# ---- design 1 ----
--- config.mk ---
export PLATFORM = sky130hd
export DESIGN_NAME = requant_scheduler
export DESIGN_NICKNAME = d
export VERILOG_FILES = /design/src/rtl/mp3_sched_pkg.sv /design/src/rtl/sched_skid_fifo.sv /design/src/rtl/requant_scheduler.sv
export SDC_FILE = /design/constraint.sdc
export NUM_CORES = 1
export LEC_CHECK = 0
export CORE_MARGIN = 5
export CORE_UTILIZATION = 45
export DETAILED_ROUTE_END_ITERATION = 10
export GPL_TIMING_DRIVEN = 0
export PLACE_DENSITY = 0.65
export SLEW_MARGIN = 20
export SYNTH_ARGS = -nofsm -noshare
export SYNTH_HDL_FRONTEND = slang
export SYNTH_SLANG_ARGS = --single-unit
--- constraint.sdc ---
create_clock -name clk -period 2.85 [get_ports clk]
set_clock_uncertainty 0.05 [all_clocks]
set_input_delay 0.855 -clock clk [delete_from_list [all_inputs] [get_ports clk]]
set_output_delay 0.855 -clock clk [all_outputs]
set_load 0.1 [all_outputs]
--- src/rtl/mp3_sched_pkg.sv ---
// Shared constants for the requantizer scheduler: FSM encoding, slot indices
// and the slot-to-done-bit mapping used by the Huffman/scalefactor handshake.
package mp3_sched_pkg;

    localparam int NUM_SAMPLES = 576;
    localparam int ADDR_W      = 10;

    localparam logic [1:0] SLOT_00 = 2'b00;
    localparam logic [1:0] SLOT_01 = 2'b01;
    localparam logic [1:0] SLOT_10 = 2'b10;
    localparam logic [1:0] SLOT_11 = 2'b11;

    typedef logic [1:0] sched_state_t;
    localparam sched_state_t ST_IDLE   = 2'd0;
    localparam sched_state_t ST_WAIT   = 2'd1;
    localparam sched_state_t ST_STREAM = 2'd2;
    localparam sched_state_t ST_NEXT   = 2'd3;

    // Done vectors are MSB-first: bit3 is (gr0,ch0), bit0 is (gr1,ch1).
    function automatic logic [1:0] slot_to_bit(input logic [1:0] slot);
        return 2'd3 - slot;
    endfunction

endpackage

--- src/rtl/sched_skid_fifo.sv ---
// Small circular skid buffer holding BRAM returns until the requantizer takes
// them; flush drops everything at once.
module sched_skid_fifo #(
    parameter int DEPTH = 4,
    parameter int WIDTH = 28
) (
    input  logic                       clk,
    input  logic                       rst_n,
    input  logic                       push,
    input  logic [WIDTH-1:0]           push_data,
    input  logic                       pop,
    input  logic                       flush,
    output logic [WIDTH-1:0]           head,
    output logic [$clog2(DEPTH+1)-1:0] count
);
    localparam int CNT_W = $clog2(DEPTH + 1);
    localparam int PTR_W = (DEPTH > 1) ? $clog2(DEPTH) : 1;

    logic [WIDTH-1:0] mem [DEPTH];
    logic [PTR_W-1:0] wr_ptr;
    logic [PTR_W-1:0] rd_ptr;
    logic             do_push;
    logic             do_pop;

    function automatic logic [PTR_W-1:0] ptr_inc(input logic [PTR_W-1:0] p);
        return (p == PTR_W'(DEPTH - 1)) ? '0 : p + 1'b1;
    endfunction

    assign do_pop  = pop && (count != '0) && !flush;
    assign do_push = push && !flush && ((count != CNT_W'(DEPTH)) || do_pop);
    assign head    = mem[rd_ptr];

    always_ff @(posedge clk or negedge rst_n) begin
        if (!rst_n) begin
            wr_ptr <= '0;
            rd_ptr <= '0;
            count  <= '0;
            for (int i = 0; i < DEPTH; i++) mem[i] <= '0;
        end else if (flush) begin
            wr_ptr <= '0;
            rd_ptr <= '0;
            count  <= '0;
        end else begin
            if (do_push) begin
                mem[wr_ptr] <= push_data;
                wr_ptr      <= ptr_inc(wr_ptr);
            end
            if (do_pop) rd_ptr <= ptr_inc(rd_ptr);
            count <= count + CNT_W'(do_push) - CNT_W'(do_pop);
        end
    end

endmodule

--- src/rtl/requant_scheduler.sv ---
// Streams the four per-(granule,channel) Huffman sample BRAMs of a frame into the
// shared requantizer, one slot at a time, once each slot is fully decoded.
module requant_scheduler
    import mp3_sched_pkg::*;
#(
    parameter int NUM_SAMPLES = mp3_sched_pkg::NUM_SAMPLES,
    parameter int BRAM_LAT    = 2,
    parameter int SKID_DEPTH  = 4,
    parameter int DATA_W      = 16
) (
    input  logic              clk,
    input  logic              rst_n,
    input  logic              si_valid,
    input  logic              mono,
    input  logic [3:0]        hf_done,
    input  logic [3:0]        sf_done,
    output logic              rd_en,
    output logic [ADDR_W-1:0] rd_addr,
    output logic [1:0]        rd_sel,
    input  logic [DATA_W-1:0] rd_data,
    output logic [DATA_W-1:0] out_data,
    output logic [ADDR_W-1:0] out_pos,
    output logic              out_gr,
    output logic              out_ch,
    output logic              out_valid,
    input  logic              out_ready,
    output logic              slot_done,
    output logic              frame_done,
    output logic              busy,
    output logic              overrun
);
    localparam int ENT_W = DATA_W + ADDR_W + 2;
    localparam int CNT_W = $clog2(SKID_DEPTH + 1);
    localparam int OCC_W = $clog2(SKID_DEPTH + BRAM_LAT + 1) + 1;
    localparam logic [ADDR_W-1:0] LAST_POS = ADDR_W'(NUM_SAMPLES - 1);

    sched_state_t      state;
    logic [1:0]        slot;
    logic              mono_q;
    logic              issued_all;
    logic [3:0]        hf_flag;
    logic [3:0]        sf_flag;
    logic [3:0]        hf_seen;
    logic [3:0]        sf_seen;
    logic [1:0]        cur_bit;
    logic [BRAM_LAT-1:0] vld_p;
    logic [ADDR_W-1:0] pos_p [BRAM_LAT];
    logic [1:0]        sel_p [BRAM_LAT];
    logic [OCC_W-1:0]  occ;
    logic [CNT_W-1:0]  skid_count;
    logic [ENT_W-1:0]  skid_head;
    logic              push;
    logic              pop;
    logic              abort;
    logic              last_accept;

    // Reads in flight plus buffered samples bound total occupancy, so the skid never overflows.
    always_comb begin
        occ = OCC_W'(skid_count);
        for (int i = 0; i < BRAM_LAT; i++) occ = occ + OCC_W'(vld_p[i]);
    end

    assign busy        = (state != ST_IDLE);
    assign abort       = si_valid && busy;
    assign rd_en       = (state == ST_STREAM) && !issued_all && (occ < OCC_W'(SKID_DEPTH));
    assign rd_sel      = slot;
    assign push        = vld_p[BRAM_LAT-1] && !abort;
    assign out_valid   = (skid_count != '0);
    assign pop         = out_valid && out_ready;
    assign {out_data, out_pos, out_gr, out_ch} = skid_head;
    assign last_accept = pop && (out_pos == LAST_POS);
    assign hf_seen     = hf_flag | hf_done;
    assign sf_seen     = sf_flag | sf_done;
    assign cur_bit     = slot_to_bit(slot);

    sched_skid_fifo #(
        .DEPTH (SKID_DEPTH),
        .WIDTH (ENT_W)
    ) u_skid (
        .clk       (clk),
        .rst_n     (rst_n),
        .push      (push),
        .push_data ({rd_data, pos_p[BRAM_LAT-1], sel_p[BRAM_LAT-1]}),
        .pop       (pop),
        .flush     (abort),
        .head      (skid_head),
        .count     (skid_count)
    );

    // Stage boundary: read-tag pipeline, aligned with the BRAM latency
    always_ff @(posedge clk or negedge rst_n) begin
        if (!rst_n) begin
            vld_p <= '0;
        end else if (si_valid) begin
            vld_p <= '0;
        end else begin
            vld_p[0] <= rd_en;
            for (int i = 1; i < BRAM_LAT; i++) vld_p[i] <= vld_p[i-1];
        end
    end

    always_ff @(posedge clk) begin
        pos_p[0] <= rd_addr;
        sel_p[0] <= slot;
        for (int i = 1; i < BRAM_LAT; i++) begin
            pos_p[i] <= pos_p[i-1];
            sel_p[i] <= sel_p[i-1];
        end
    end

    // A new frame discards old flags, but a done pulse in the same cycle still lands.
    always_ff @(posedge clk or negedge rst_n) begin
        if (!rst_n) begin
            hf_flag <= '0;
            sf_flag <= '0;
        end else if (si_valid) begin
            hf_flag <= hf_done;
            sf_flag <= sf_done;
        end else begin
            hf_flag <= hf_seen;
            sf_flag <= sf_seen;
        end
    end

    always_ff @(posedge clk or negedge rst_n) begin
        if (!rst_n) begin
            state      <= ST_IDLE;
            slot       <= SLOT_00;
            mono_q     <= 1'b0;
            rd_addr    <= '0;
            issued_all <= 1'b0;
            slot_done  <= 1'b0;
            frame_done <= 1'b0;
            overrun    <= 1'b0;
        end else begin
            slot_done  <= 1'b0;
            frame_done <= 1'b0;
            if (si_valid) begin
                if (busy) overrun <= 1'b1;
                mono_q     <= mono;
                slot       <= SLOT_00;
                rd_addr    <= '0;
                issued_all <= 1'b0;
                state      <= ST_WAIT;
            end else begin
                case (state)
                    ST_WAIT: begin
                        if (hf_seen[cur_bit] && sf_seen[cur_bit]) begin
                            rd_addr    <= '0;
                            issued_all <= 1'b0;
                            state      <= ST_STREAM;
                        end
                    end
                    ST_STREAM: begin
                        if (rd_en) begin
                            if (rd_addr == LAST_POS) issued_all <= 1'b1;
                            else                     rd_addr    <= rd_addr + 1'b1;
                        end
                        if (last_accept) begin
                            slot_done <= 1'b1;
                            state     <= ST_NEXT;
                        end
                    end
                    ST_NEXT: begin
                        if ((slot == SLOT_11) || (mono_q && (slot == SLOT_10))) begin
                            frame_done <= 1'b1;
                            state      <= ST_IDLE;
                        end else begin
                            slot  <= mono_q ? slot + 2'd2 : slot + 2'd1;
                            state <= ST_WAIT;
                        end
                    end
                    default: ;
                endcase
            end
        end
    end

endmodule

# ---- design 2 ----
**src/rtl/pc_gen_ras.sv**
```systemverilog
// pc_gen_ras -- fetch-stage program-counter generator with a return-address stack.
//
// Holds the PC register and computes the next PC for the sequential, branch,
// jump, register-jump, call and return flows. Return targets are predicted
// from a circular return-address stack.
// Priority at each rising edge: rst > redirect > stall > npc_op.
//
// Ports:
//   clk          in   1      clock, all state updates on rising edge
//   rst          in   1      synchronous, active-high reset
//   stall        in   1      hold PC and RAS this cycle
//   redirect     in   1      later-stage correction, overrides stall and npc_op
//   redirect_pc  in   WIDTH  target used when redirect=1
//   npc_op       in   3      000 PLUS4, 001 BRANCH, 010 JUMP, 011 JR, 100 CALL, 101 RET
//   imm          in   26     [15:0] branch offset, [25:0] jump index
//   rs           in   WIDTH  register target for JR, fallback for RET on an empty stack
//   pc           out  WIDTH  current PC (registered)
//   npc          out  WIDTH  value PC takes at the next edge (combinational)
//   ras_count    out  CNT_W  number of valid RAS entries, 0..RAS_DEPTH
//   ras_ovf      out  1      one-cycle pulse: a CALL overwrote the oldest entry
//   ret_pred     out  1      last accepted RET took its target from the RAS
module pc_gen_ras #(
    parameter int unsigned     WIDTH     = 32,
    parameter logic [WIDTH-1:0] RESET_PC = '0,
    parameter int unsigned     RAS_DEPTH = 4,
    parameter int unsigned     CNT_W     = $clog2(RAS_DEPTH) + 1
) (
    input  logic             clk,
    input  logic             rst,
    input  logic             stall,
    input  logic             redirect,
    input  logic [WIDTH-1:0] redirect_pc,
    input  logic [2:0]       npc_op,
    input  logic [25:0]      imm,
    input  logic [WIDTH-1:0] rs,
    output logic [WIDTH-1:0] pc,
    output logic [WIDTH-1:0] npc,
    output logic [CNT_W-1:0] ras_count,
    output logic             ras_ovf,
    output logic             ret_pred
);

    localparam int unsigned PTR_W = $clog2(RAS_DEPTH);

    typedef enum logic [2:0] {
        OP_PLUS4  = 3'b000,
        OP_BRANCH = 3'b001,
        OP_JUMP   = 3'b010,
        OP_JR     = 3'b011,
        OP_CALL   = 3'b100,
        OP_RET    = 3'b101
    } npc_op_e;

    logic [WIDTH-1:0] pc_q;
    logic [PTR_W-1:0] ptr_q, ptr_d;
    logic [CNT_W-1:0] cnt_q, cnt_d;
    logic             ovf_q, ovf_d;
    logic             retp_q, retp_d;
    logic [WIDTH-1:0] ras_q [RAS_DEPTH];

    npc_op_e          op;
    logic [WIDTH-1:0] pcplus4;
    logic [WIDTH-1:0] br_off;
    logic [WIDTH-1:0] jump_tgt;
    logic [PTR_W-1:0] top_idx;
    logic             push;
    logic             stack_full;

    assign op         = npc_op_e'(npc_op);
    assign pcplus4    = pc_q + WIDTH'(4);
    assign br_off     = {{(WIDTH-18){imm[15]}}, imm[15:0], 2'b00};
    // Upper bits above bit 27 come from pcplus4; the mask form stays legal at WIDTH=28.
    assign jump_tgt   = (pcplus4 & ~WIDTH'(28'hFFF_FFFF)) | WIDTH'({imm, 2'b00});
    // Power-of-two depth lets the pointer wrap naturally.
    assign top_idx    = ptr_q - PTR_W'(1);
    assign stack_full = (cnt_q == CNT_W'(RAS_DEPTH));

    always_comb begin
        npc    = pc_q;
        ptr_d  = ptr_q;
        cnt_d  = cnt_q;
        ovf_d  = 1'b0;
        retp_d = retp_q;
        push   = 1'b0;
        if (redirect) begin
            npc    = redirect_pc;
            retp_d = 1'b0;
        end else if (!stall) begin
            retp_d = 1'b0;
            case (op)
                OP_PLUS4:  npc = pcplus4;
                OP_BRANCH: npc = pcplus4 + br_off;
                OP_JUMP:   npc = jump_tgt;
                OP_JR:     npc = rs;
                OP_CALL: begin
                    npc   = jump_tgt;
                    push  = 1'b1;
                    ptr_d = ptr_q + PTR_W'(1);
                    // A full stack overwrites its oldest slot; the count saturates.
                    if (stack_full) ovf_d = 1'b1;
                    else            cnt_d = cnt_q + CNT_W'(1);
                end
                OP_RET: begin
                    if (cnt_q != '0) begin
                        npc    = ras_q[top_idx];
                        ptr_d  = top_idx;
                        cnt_d  = cnt_q - CNT_W'(1);
                        retp_d = 1'b1;
                    end else begin
                        npc = rs;
                    end
                end
                default:   npc = pcplus4;
            endcase
        end
    end

    always_ff @(posedge clk) begin
        if (rst) begin
            pc_q   <= RESET_PC;
            ptr_q  <= '0;
            cnt_q  <= '0;
            ovf_q  <= 1'b0;
            retp_q <= 1'b0;
        end else begin
            pc_q   <= npc;
            ptr_q  <= ptr_d;
            cnt_q  <= cnt_d;
            ovf_q  <= ovf_d;
            retp_q <= retp_d;
            if (push) ras_q[ptr_q] <= pcplus4;
        end
    end

    assign pc        = pc_q;
    assign ras_count = cnt_q;
    assign ras_ovf   = ovf_q;
    assign ret_pred  = retp_q;

endmodule
```
**config.mk**
```make
export PLATFORM = sky130hd
export DESIGN_NAME = pc_gen_ras
export DESIGN_NICKNAME = d
export VERILOG_FILES = /design/src/rtl/pc_gen_ras.sv
export SDC_FILE = /design/constraint.sdc
export NUM_CORES = 1
export LEC_CHECK = 0
export ABC_AREA = 1
export CELL_PAD_IN_SITES_DETAIL_PLACEMENT = 0
export CELL_PAD_IN_SITES_GLOBAL_PLACEMENT = 2
export CORE_ASPECT_RATIO = 1.4
export CORE_MARGIN = 1
export CORE_UTILIZATION = 29
export DETAILED_ROUTE_END_ITERATION = 12
export PLACE_DENSITY_LB_ADDON = 0.1
export REMOVE_ABC_BUFFERS = 1
export SLEW_MARGIN = 20
export SYNTH_ARGS = -nofsm -noshare
export SYNTH_HDL_FRONTEND = slang
export SYNTH_SLANG_ARGS = --single-unit
```
**constraint.sdc**
```tcl
create_clock -name clk -period 3.65 [get_ports clk]
set_input_delay 0.9125 -clock clk [delete_from_list [all_inputs] [get_ports clk]]
set_output_delay 0.9125 -clock clk [all_outputs]
set_load 0.005 [all_outputs]
```
# ---- design 3 ----
### config.mk
export PLATFORM = sky130hd
export DESIGN_NAME = block_transfer_seq
export DESIGN_NICKNAME = d
export VERILOG_FILES = /design/src/rtl/cpu_pkg.sv /design/src/rtl/block_transfer_seq_lsb_prio_enc.sv /design/src/rtl/block_transfer_seq.sv
export SDC_FILE = /design/constraint.sdc
export NUM_CORES = 1
export LEC_CHECK = 0
export ABC_AREA = 1
export CORE_MARGIN = 2
export CORE_UTILIZATION = 35
export DETAILED_ROUTE_END_ITERATION = 10
export PLACE_DENSITY_LB_ADDON = 0.25
export SLEW_MARGIN = 20
export SYNTH_ARGS = -nofsm -noshare
export SYNTH_HDL_FRONTEND = slang
export SYNTH_HIERARCHICAL = 1
export SYNTH_SLANG_ARGS = --single-unit
### constraint.sdc
create_clock -name clk -period 8.7 [get_ports clk]
set_clock_uncertainty 0.2 [all_clocks]
set_input_delay 1.74 -clock clk [delete_from_list [all_inputs] [get_ports clk]]
set_output_delay 1.74 -clock clk [all_outputs]
set_load 0.02 [all_outputs]
### src/rtl/cpu_pkg.sv
// Shared CPU package: sequencer state encoding
// and register/word constants.
package cpu_pkg;

  typedef enum logic [1:0] {
    IDLE = 2'd0,
    XFER = 2'd1,
    FIN  = 2'd2
  } bts_state_e;

  localparam logic [3:0] REG_PC = 4'd15;
  localparam int WORD_BYTES = 4;

endpackage

### src/rtl/block_transfer_seq_lsb_prio_enc.sv
// Lowest-set-bit priority encoder for 16-bit lists.
// idx is 0 when the input is empty.
module lsb_prio_enc (
  input  logic [15:0] in,
  output logic [3:0]  idx,
  output logic        valid
);

  // scan from the top so the lowest set bit wins
  always_comb begin
    idx   = '0;
    valid = |in;
    for (int i = 15; i >= 0; i--) begin
      if (in[i]) idx = 4'(i);
    end
  end

endmodule

### src/rtl/block_transfer_seq.sv
// LDM/STM block transfer sequencer.
// Optional abort support: define BTS_ABORT_EN.
module block_transfer_seq
  import cpu_pkg::*;
#(
  parameter int ADDR_W = 32
) (
  input  logic              clk,
  input  logic              reset,
  input  logic              start,
  input  logic              is_load,
  input  logic              up,
  input  logic              pre,
  input  logic              writeback,
  input  logic [3:0]        base_reg,
  input  logic [ADDR_W-1:0] base_addr,
  input  logic [15:0]       reg_list,
  output logic              busy,
  output logic              done,
  output logic              mem_req,
  output logic              mem_we,
  output logic [ADDR_W-1:0] mem_addr,
  output logic [ADDR_W-1:0] mem_wdata,
  input  logic              mem_ack,
  input  logic [ADDR_W-1:0] mem_rdata,
`ifdef BTS_ABORT_EN
  input  logic              mem_abort,
  output logic              aborted,
`endif
  output logic [3:0]        rb_read_select,
  input  logic [ADDR_W-1:0] rb_read_data,
  output logic [3:0]        rb_write_select,
  output logic              rb_write_en,
  output logic [ADDR_W-1:0] rb_write_data
);

  localparam logic [ADDR_W-1:0] WB =
    ADDR_W'(WORD_BYTES);

  bts_state_e        state, state_n;
  logic [15:0]       list_q;
  logic [ADDR_W-1:0] addr_q, fin_q;
  logic              load_q, wbok_q, abt_q;
  logic [3:0]        breg_q;
  logic [3:0]        cur;
  logic              cur_v;
  logic              last;
  logic              abort_w;
  logic [4:0]        cnt;
  logic [ADDR_W-1:0] span, first_a, final_a;

`ifdef BTS_ABORT_EN
  assign abort_w = mem_abort;
  assign aborted = (state == FIN) && abt_q;
`else
  assign abort_w = 1'b0;
`endif

  lsb_prio_enc u_enc (
    .in    (list_q),
    .idx   (cur),
    .valid (cur_v)
  );

  assign last = (list_q & ~(16'd1 << cur)) == '0;

  // transfer count and start/final addresses
  always_comb begin
    cnt = '0;
    for (int i = 0; i < 16; i++) begin
      cnt = cnt + 5'(reg_list[i]);
    end
    span = ADDR_W'(cnt) * WB;
    unique case ({up, pre})
      2'b11:   first_a = base_addr + WB;
      2'b10:   first_a = base_addr;
      2'b01:   first_a = base_addr - span;
      default: first_a = base_addr - span + WB;
    endcase
    final_a = up ? base_addr + span
                 : base_addr - span;
  end

  // state register
  always_ff @(posedge clk) begin
    if (reset) state <= IDLE;
    else       state <= state_n;
  end

  // latched transfer context and walking address
  always_ff @(posedge clk) begin
    if (reset) begin
      list_q <= '0;
      addr_q <= '0;
      fin_q  <= '0;
      load_q <= 1'b0;
      wbok_q <= 1'b0;
      abt_q  <= 1'b0;
      breg_q <= '0;
    end else begin
      unique case (state)
        IDLE: if (start) begin
          list_q <= reg_list;
          addr_q <= first_a;
          fin_q  <= final_a;
          load_q <= is_load;
          breg_q <= base_reg;
          abt_q  <= 1'b0;
          wbok_q <= writeback
                 && (reg_list != '0)
                 && !(is_load
                      && reg_list[base_reg]);
        end
        XFER: if (mem_ack) begin
          list_q <= list_q & ~(16'd1 << cur);
          addr_q <= addr_q + WB;
          if (abort_w) begin
            list_q <= '0;
            abt_q  <= 1'b1;
            wbok_q <= 1'b0;
          end
        end
        default: ;
      endcase
    end
  end

  // next state and bus/register-port outputs
  always_comb begin
    state_n         = state;
    busy            = state != IDLE;
    done            = state == FIN;
    mem_req         = 1'b0;
    mem_we          = 1'b0;
    mem_addr        = addr_q;
    mem_wdata       = '0;
    rb_read_select  = cur;
    rb_write_en     = 1'b0;
    rb_write_select = '0;
    rb_write_data   = '0;
    unique case (state)
      IDLE: if (start) begin
        state_n = (reg_list != '0) ? XFER : FIN;
      end
      XFER: begin
        mem_req = cur_v;
        mem_we  = cur_v && !load_q;
        if (mem_we) mem_wdata = rb_read_data;
        if (load_q && mem_ack
            && !abort_w && !reset) begin
          rb_write_en     = 1'b1;
          rb_write_select = cur;
          rb_write_data   = mem_rdata;
        end
        if (mem_ack && (abort_w || last))
          state_n = FIN;
      end
      FIN: begin
        state_n = IDLE;
        if (wbok_q && !reset) begin
          rb_write_en     = 1'b1;
          rb_write_select = breg_q;
          rb_write_data   = fin_q;
        end
      end
      default: state_n = IDLE;
    endcase
  end

endmodule

# ---- design 4 ----
## config.mk

```make
export PLATFORM = sky130hd
export DESIGN_NAME = video_test_pattern
export DESIGN_NICKNAME = d
export VERILOG_FILES = /design/src/rtl/video_pkg.sv /design/src/rtl/video_box_mover.sv /design/src/rtl/video_test_pattern.sv
export SDC_FILE = /design/constraint.sdc
export NUM_CORES = 1
export LEC_CHECK = 0
export ABC_AREA = 0
export CAP_MARGIN = 15
export CORE_MARGIN = 2
export CORE_UTILIZATION = 50
export DETAILED_ROUTE_END_ITERATION = 8
export GPL_TIMING_DRIVEN = 0
export PLACE_DENSITY = 0.72
export SLEW_MARGIN = 10
export SYNTH_ARGS = -nofsm -noshare
export SYNTH_HDL_FRONTEND = slang
export SYNTH_HIERARCHICAL = 1
export SYNTH_SLANG_ARGS = --single-unit
```

## constraint.sdc

```tcl
create_clock -name clk_pix -period 9.6 [get_ports clk_pix]
set_input_delay 0.96 -clock clk_pix [delete_from_list [all_inputs] [get_ports clk_pix]]
set_output_delay 0.96 -clock clk_pix [all_outputs]
set_load 0.1 [all_outputs]
```

## src/rtl/video_pkg.sv

```systemverilog
// Shared pixel types, pattern identifiers and colour constants for the
// test pattern source.
package video_pkg;

  typedef struct packed {
    logic [7:0] r;
    logic [7:0] g;
    logic [7:0] b;
  } rgb_t;

  typedef enum logic [2:0] {
    PAT_BARS  = 3'd0,
    PAT_CHECK = 3'd1,
    PAT_GRAD  = 3'd2,
    PAT_BOX   = 3'd3,
    PAT_GREY  = 3'd4
  } pattern_e;

  localparam int NUM_PATTERNS = 5;

  localparam rgb_t COL_WHITE   = 24'hFF_FF_FF;
  localparam rgb_t COL_YELLOW  = 24'hFF_FF_00;
  localparam rgb_t COL_CYAN    = 24'h00_FF_FF;
  localparam rgb_t COL_GREEN   = 24'h00_FF_00;
  localparam rgb_t COL_MAGENTA = 24'hFF_00_FF;
  localparam rgb_t COL_RED     = 24'hFF_00_00;
  localparam rgb_t COL_BLUE    = 24'h00_00_FF;
  localparam rgb_t COL_GREY    = 24'h80_80_80;
  localparam rgb_t COL_BLACK   = 24'h00_00_00;

  function automatic rgb_t bar_colour(input logic [2:0] idx);
    rgb_t c;
    case (idx)
      3'd0:    c = COL_WHITE;
      3'd1:    c = COL_YELLOW;
      3'd2:    c = COL_CYAN;
      3'd3:    c = COL_GREEN;
      3'd4:    c = COL_MAGENTA;
      3'd5:    c = COL_RED;
      3'd6:    c = COL_BLUE;
      default: c = COL_BLACK;
    endcase
    return c;
  endfunction

  function automatic pattern_e next_pattern(input pattern_e p);
    return (p == pattern_e'(NUM_PATTERNS - 1)) ? PAT_BARS : pattern_e'(3'(p) + 3'd1);
  endfunction

endpackage

```

## src/rtl/video_box_mover.sv

```systemverilog
// Bouncing box position, one step per frame. Outputs the position that
// applies to the current pixel (already stepped on the frame_start cycle).
module video_box_mover #(
  parameter int HRES     = 640,
  parameter int VRES     = 480,
  parameter int COORDSPC = 16,
  parameter int BOX      = 32
) (
  input  logic                       clk_pix,
  input  logic                       rst_n,
  input  logic                       frame_start,
  output logic signed [COORDSPC-1:0] box_x,
  output logic signed [COORDSPC-1:0] box_y
);

  localparam logic signed [COORDSPC-1:0] ONE = COORDSPC'(1);

  logic [1:0][COORDSPC-1:0] pos_next;

  for (genvar gi = 0; gi < 2; gi++) begin : g_axis
    localparam logic signed [COORDSPC-1:0] LIMIT =
      COORDSPC'((gi == 0) ? (HRES - BOX) : (VRES - BOX));

    logic signed [COORDSPC-1:0] pos_q, pos_d;
    logic                       down_q, down_d;

    // Direction flips at an edge and the same frame already steps back inward.
    always_comb begin
      down_d = down_q;
      pos_d  = pos_q;
      if (frame_start) begin
        if (!down_q && (pos_q == LIMIT)) begin
          down_d = 1'b1;
        end else if (down_q && (pos_q == '0)) begin
          down_d = 1'b0;
        end
        pos_d = down_d ? (pos_q - ONE) : (pos_q + ONE);
      end
    end

    always_ff @(posedge clk_pix or negedge rst_n) begin
      if (!rst_n) begin
        pos_q  <= '0;
        down_q <= 1'b0;
      end else begin
        pos_q  <= pos_d;
        down_q <= down_d;
      end
    end

    assign pos_next[gi] = pos_d;
  end

  assign box_x = pos_next[0];
  assign box_y = pos_next[1];

endmodule

```

## src/rtl/video_test_pattern.sv

```systemverilog
// Pixel-rate test pattern source: five patterns switched only at frame
// boundaries, two-stage colour pipeline with matching sync/enable delay.
module video_test_pattern
  import video_pkg::*;
#(
  parameter int HRES         = 640,
  parameter int VRES         = 480,
  parameter int COORDSPC     = 16,
  parameter int BOX          = 32,
  parameter int CHECK_SHIFT  = 5,
  parameter int CYCLE_FRAMES = 120
) (
  input  logic                       clk_pix,
  input  logic                       rst_n,
  input  logic                       video_enable,
  input  logic                       hsync,
  input  logic                       vsync,
  input  logic                       frame_start,
  input  logic signed [COORDSPC-1:0] sx,
  input  logic signed [COORDSPC-1:0] sy,
  input  logic                       auto_cycle,
  input  logic                       next_req,
  output logic [7:0]                 red,
  output logic [7:0]                 green,
  output logic [7:0]                 blue,
  output logic                       de_o,
  output logic                       hsync_o,
  output logic                       vsync_o,
  output logic [2:0]                 pattern_id
);

  localparam int CNT_W = (CYCLE_FRAMES > 1) ? $clog2(CYCLE_FRAMES) : 1;
  localparam logic [CNT_W-1:0] CNT_LAST = CNT_W'(CYCLE_FRAMES - 1);
  localparam logic signed [COORDSPC-1:0] H_END = COORDSPC'(HRES);
  localparam logic signed [COORDSPC-1:0] V_END = COORDSPC'(VRES);
  localparam logic signed [COORDSPC-1:0] BOX_W = COORDSPC'(BOX);

  pattern_e         pattern_q, pattern_d;
  logic             pending_q, pending_d;
  logic [CNT_W-1:0] frame_cnt_q, frame_cnt_d;
  logic             auto_adv;

  logic signed [COORDSPC-1:0] box_x, box_y;
  logic [7:1] bar_ge;
  logic [2:0] bar_idx;
  logic       in_active, in_box;

  rgb_t       s1_colour_q, s1_colour_d, rgb_q, rgb_d;
  logic       s1_active_q, s1_active_d;
  logic [2:0] s1_sync_q, s1_sync_d, s2_sync_q, s2_sync_d;  // {de, hsync, vsync}

  video_box_mover #(
    .HRES(HRES), .VRES(VRES), .COORDSPC(COORDSPC), .BOX(BOX)
  ) u_box_mover (
    .clk_pix(clk_pix),
    .rst_n(rst_n),
    .frame_start(frame_start),
    .box_x(box_x),
    .box_y(box_y)
  );

  for (genvar gi = 1; gi < 8; gi++) begin : g_bar_edge
    localparam logic signed [COORDSPC-1:0] EDGE = COORDSPC'(gi * HRES / 8);
    assign bar_ge[gi] = (sx >= EDGE);
  end

  // Pending and auto-advance on the same frame_start collapse to one step.
  always_comb begin
    frame_cnt_d = frame_cnt_q;
    auto_adv    = 1'b0;
    if (!auto_cycle) begin
      frame_cnt_d = '0;
    end else if (frame_start) begin
      if (frame_cnt_q == CNT_LAST) begin
        frame_cnt_d = '0;
        auto_adv    = 1'b1;
      end else begin
        frame_cnt_d = frame_cnt_q + CNT_W'(1);
      end
    end
    pending_d = frame_start ? next_req : (pending_q | next_req);
    pattern_d = (frame_start && (pending_q || auto_adv)) ? next_pattern(pattern_q) : pattern_q;
  end

  // Decode uses pattern_d so the first pixel of a frame already sees the new pattern.
  always_comb begin
    bar_idx = 3'd0;
    for (int k = 1; k < 8; k++) begin
      if (bar_ge[k]) bar_idx = 3'(k);
    end
    in_active = video_enable && !sx[COORDSPC-1] && !sy[COORDSPC-1] &&
                (sx < H_END) && (sy < V_END);
    in_box    = (sx >= box_x) && (sx < box_x + BOX_W) &&
                (sy >= box_y) && (sy < box_y + BOX_W);
    case (pattern_d)
      PAT_BARS:  s1_colour_d = bar_colour(bar_idx);
      PAT_CHECK: s1_colour_d = (sx[CHECK_SHIFT] ^ sy[CHECK_SHIFT]) ? COL_WHITE : COL_BLACK;
      PAT_GRAD:  s1_colour_d = {sx[9:2], sy[9:2], 8'h80};
      PAT_BOX:   s1_colour_d = in_box ? COL_WHITE : COL_BLUE;
      PAT_GREY:  s1_colour_d = COL_GREY;
      default:   s1_colour_d = COL_BLACK;
    endcase
    s1_active_d = in_active;
    s1_sync_d   = {video_enable, hsync, vsync};
    rgb_d       = s1_active_q ? s1_colour_q : COL_BLACK;
    s2_sync_d   = s1_sync_q;
  end

  always_ff @(posedge clk_pix or negedge rst_n) begin
    if (!rst_n) begin
      pattern_q   <= PAT_BARS;
      pending_q   <= 1'b0;
      frame_cnt_q <= '0;
      s1_colour_q <= COL_BLACK;
      s1_active_q <= 1'b0;
      s1_sync_q   <= '0;
      rgb_q       <= COL_BLACK;
      s2_sync_q   <= '0;
    end else begin
      pattern_q   <= pattern_d;
      pending_q   <= pending_d;
      frame_cnt_q <= frame_cnt_d;
      s1_colour_q <= s1_colour_d;
      s1_active_q <= s1_active_d;
      s1_sync_q   <= s1_sync_d;
      rgb_q       <= rgb_d;
      s2_sync_q   <= s2_sync_d;
    end
  end

  assign red        = rgb_q.r;
  assign green      = rgb_q.g;
  assign blue       = rgb_q.b;
  assign de_o       = s2_sync_q[2];
  assign hsync_o    = s2_sync_q[1];
  assign vsync_o    = s2_sync_q[0];
  assign pattern_id = pattern_q;

endmodule

```

Fig. 1: design 4, cell placement
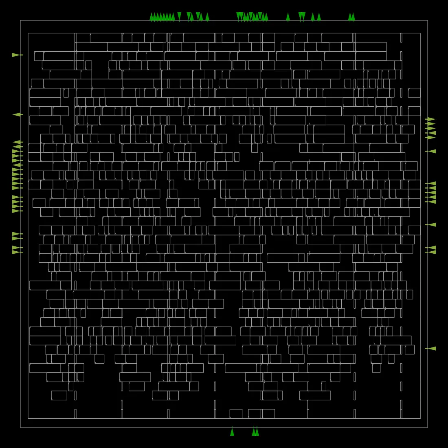
Non-Filler Instances: 991
Final Util: 0.607

==> impl_metrics.toml, design 4 <==
# generated from flow reports
[clocking]
clk_root_buffer_cell = "sky130_fd_sc_hd__clkbuf_16"
post_cts_resize_count = 0
htreeDepth = 3
cts_setup_buffers = 0
tritoncts_num_sinks = 88

[yosys]
netlist.top_cell.by_area = "sky130_fd_sc_hd__dfrtp_1"
synthesized_area_divided_by_synthesized_cell_count_sq_um = 9.35
synthArstFlopShare = 1.00
ys_seq_share = 0.323
synthMuxAreaShare = 0.0472
synth_flop_count = 88

[critical_path]
worst_path_max_delay_cell = "sky130_fd_sc_hd__ha_1"
worstReg2RegEnd = "s1_colour_q[23]"
regToRegSetupSlack_ns = 2.79
critical_path_buf_inv_count = 2

[routing]
detail_route.drc_violations = 0
top_layer = "met4"
wirelength_met1_um = 7780

[min_path]
hold_path_class = "flop to flop"
timing.hold.worst_endpoint = "s2_sync_q[0]"

[grt]
grt_util_met1 = 0.328
number_of_antenna_violations_at_the_first_check_in_global_routing = 0
grt_max_degree = 57
global_route.usage.met3 = 0.0491

[timing]
unrepaired_setup_endpoints_after_global_routing = "false"
fin_crit_ns = 6.81

[pwr]
largestPowerGroup = "combinational logic"
power.leakage_nw = 3.71

[final_layout]
fill_cells = 1105
final_clock_cell_share = 0.0392
comb-cell-share = 0.535
buffers_excl_clock = 89
design.seq.count = 88
final_common_cell = "sky130_fd_sc_hd__ha_1"

[die]
die.size.x_um = 121

[run_status]
outcome = "completed"
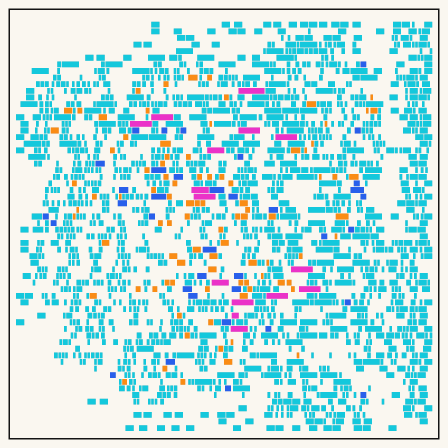
Fig. 2. Cell sizes after repair (design 3).
orange -> _2 cells  # cells 90, share 4.6%
blue -> _3 and _4 cells  # cells 36, share 1.8%
magenta -> _6 and larger  # cells 15, share 0.76%
cyan -> _0 and _1 cells  # cells 1820, share 93%

==> impl_metrics.toml, design 3 <==
# generated from flow reports
[critical_path]
kind_of_cell_with_the_highest_combined_delay_on_the_critical_path = "adder cells"
crit-reg2reg-launch = "state[1]"
crit_path_max_fanout = 6
worstRegToRegCells = 12

[final_layout]
mostFrequentLayoutCells = "sky130_fd_sc_hd__nand2_1 (347), sky130_fd_sc_hd__inv_1 (330), sky130_fd_sc_hd__clkdlybuf4s50_1 (232), sky130_fd_sc_hd__nor2_1 (178), sky130_fd_sc_hd__a21oi_1 (135)"
comb-cell-share = 0.524
final-comb-area_sq_um = 6920
utilization = 0.457
design.seq.count = 88
diodes_inserted = 1
stdcell_area_sq_um = 13200
final_net_count = 2118
seqCellArea_sq_um = 1760

[pwr]
power.share.sequential = 0.216
power.sequential.total_uw = 559
power.switching_mw = 1.31
power.leakage_nw = 5.67

[yosys]
synth.cellmix.adderShare = 0.0546
fraction_of_post_synthesis_cell_area_in_the_top_cell_type_by_area = 0.170
yosys.area_share.simple = 0.363
synthMuxAreaShare = 0
synth.area.top_cells = "sky130_fd_sc_hd__dfxtp_1 (17%), sky130_fd_sc_hd__nand2_1 (13%), sky130_fd_sc_hd__inv_1 (12%)"
synth-edff-count = 0
synthesized_area_divided_by_synthesized_cell_count_sq_um = 5.80

[placement]
dp.cells = 2329
detailed_place.area_sq_um = 12900

[routing]
routed_via_density = 5.27
initialDrtViolationCount = 901
met2_length_um = 19600
detail_route.first_pass.iterations = 5

[die]
die_h_um = 176
fp_util = 0.358
core-area_sq_um = 28900

[grt]
number_of_antenna_violations_at_the_first_check_in_global_routing = 2
grt_util_met1 = 0.324

[min_path]
timing.hold.worst_endpoint = "breg_q[1]"

[timing]
final-max-slew-violation-count = 0
max_slew_margin = 0.413

[clocking]
clkTransAtPathRegs_ns = 0.07
cts_tree = "built"

[run_status]
outcome = "completed"
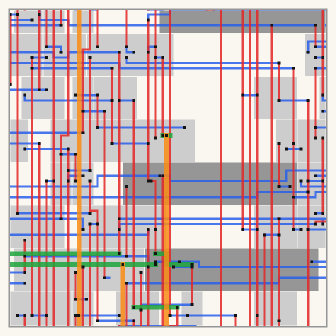
Fig. 3. Close-up of the layout (design 2).
Window x 112 to 132, y 161 to 181 um. Cells in gray, sequential cells in the stronger gray; small squares are vias.
green -> metal 3
blue -> metal 1
red -> metal 2
orange -> metal 4
most frequent = buf_4 (7), nand2_1 (4)
sequential cells in the window = 3
netlist names of flops here include = ras_q (3)
cells with their middle in the window = 29

==> impl_metrics.toml, design 2 <==
# generated from flow reports
[grt]
grt-ovfl-total = 0
global_route.usage.met3 = 0.0307

[critical_path]
worstRegToRegCells = 37
critical_path.most_common_cell = "sky130_fd_sc_hd__buf_4"
crit_arrival_ns = 4.96
timing.critical_path.from = "pc[2]"
worst_path_max_delay_cell = "sky130_fd_sc_hd__dfxtp_4"
critical_path_buf_inv_count = 24

[min_path]
worst_hold_path.num_cells = 2

[routing]
initialDrtViolationCount = 553
drt-wirelength-per-cell_um = 20.3
dr_total_vias = 11954

[timing]
max_slew_margin = 0.614
final-setup-viol-count = 30
final.setup.worst_slack_ns = -0.925
final_hold_viol_count = 0
whs_ns = 0.501
final-max-slew-violation-count = 0

[final_layout]
final.clkbuf_count = 22
final-comb-area_sq_um = 7030
buffers_excl_clock = 632
final_net_count = 2101
register_name_with_the_most_flops = "ras_q"
final_common_cell = "sky130_fd_sc_hd__buf_4"
largest_class = "multi-input combinational cells"
seqCellArea_sq_um = 4640
non_clock_buffer_area_share = 0.296

[yosys]
postSynthCellCount = 1366
synthesized_area_divided_by_synthesized_cell_count_sq_um = 7.73
chip_area_estimate_from_yosys_synthesis_sq_um = 10600

[clocking]
htreeDepth = 4
cts_max_path_buffers = 2

[run_status]
violations = "setup timing"
outcome = "finished with violations"

[placement]
dp.cells = 2265

[die]
io_pins = 166
die.size.x_um = 163
Fig. 4: design 1, pin placement
Bar = 50 um. Pins as bars across the die edge, other pins in gray.
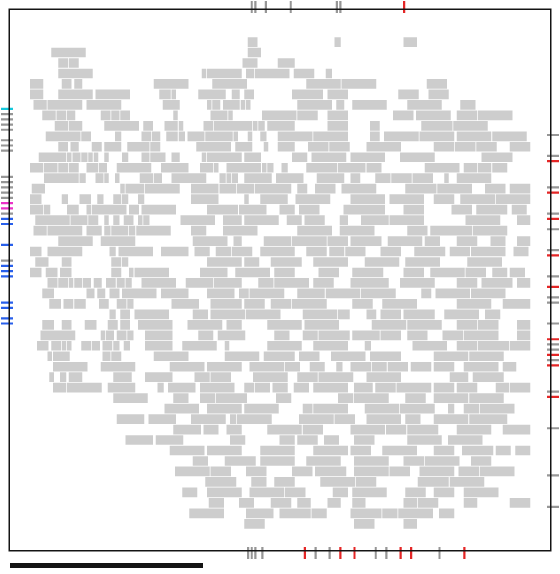
magenta -> rd_sel  # pins 2, direction output, edge left
cyan -> clk  # pins 1, direction input, edge left
red -> rd_data  # pins 16, direction input, edge 9 right, 6 bottom, 1 top
blue -> rd_addr  # pins 10, direction output, edge left

==> impl_metrics.toml, design 1 <==
# generated from flow reports
[run_status]
outcome = "finished with violations"
violations = "setup timing"

[timing]
final-setup-viol-count = 1
final.setup.worst_slack_ns = -0.0402

[yosys]
synth-edff-count = 0
yosys.area_share.simple = 0.0661

[critical_path]
critical_path_required_ns = 1.95
crit-reg2reg-launch = "u_skid.count[0]"
worstSetupStartpointType = "flop"

[clocking]
clk_root_buffer_cell = "sky130_fd_sc_hd__clkbuf_16"

[final_layout]
stdcell_area_sq_um = 9530
final_clock_cell_share = 0.0612

[routing]
wirelength_met1_um = 7340

[placement]
detailed_place.area_sq_um = 8690

[pwr]
power_clock_mw = 2.27


==> notes/layouts.md <==
Pictures saved along the way, in no particular order.

Cell sizes after repair.
Plate I
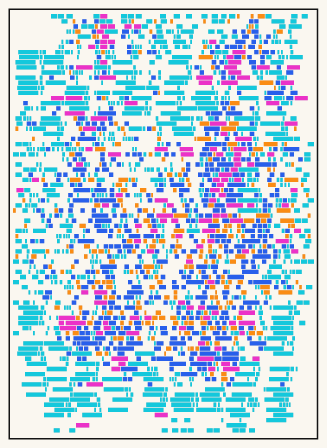
Plate II
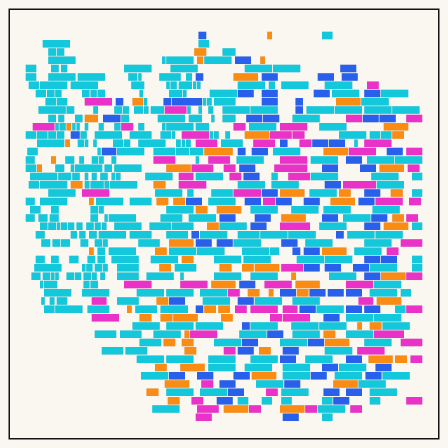
Plate III
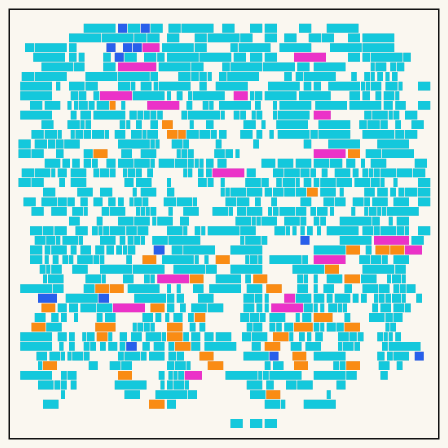
Of these, most cells: Plate I
Of these, fewest cells: Plate II
Plate II is design 1.
Plate III is design 4.
Plate I is design 2.

Key to Plate I:
cyan -> _0 and _1 cells  # cells 1040, share 53%
orange -> _2 cells  # cells 284, share 14%
blue -> _3 and _4 cells  # cells 524, share 27%
magenta -> _6 and larger  # cells 129, share 6.5%

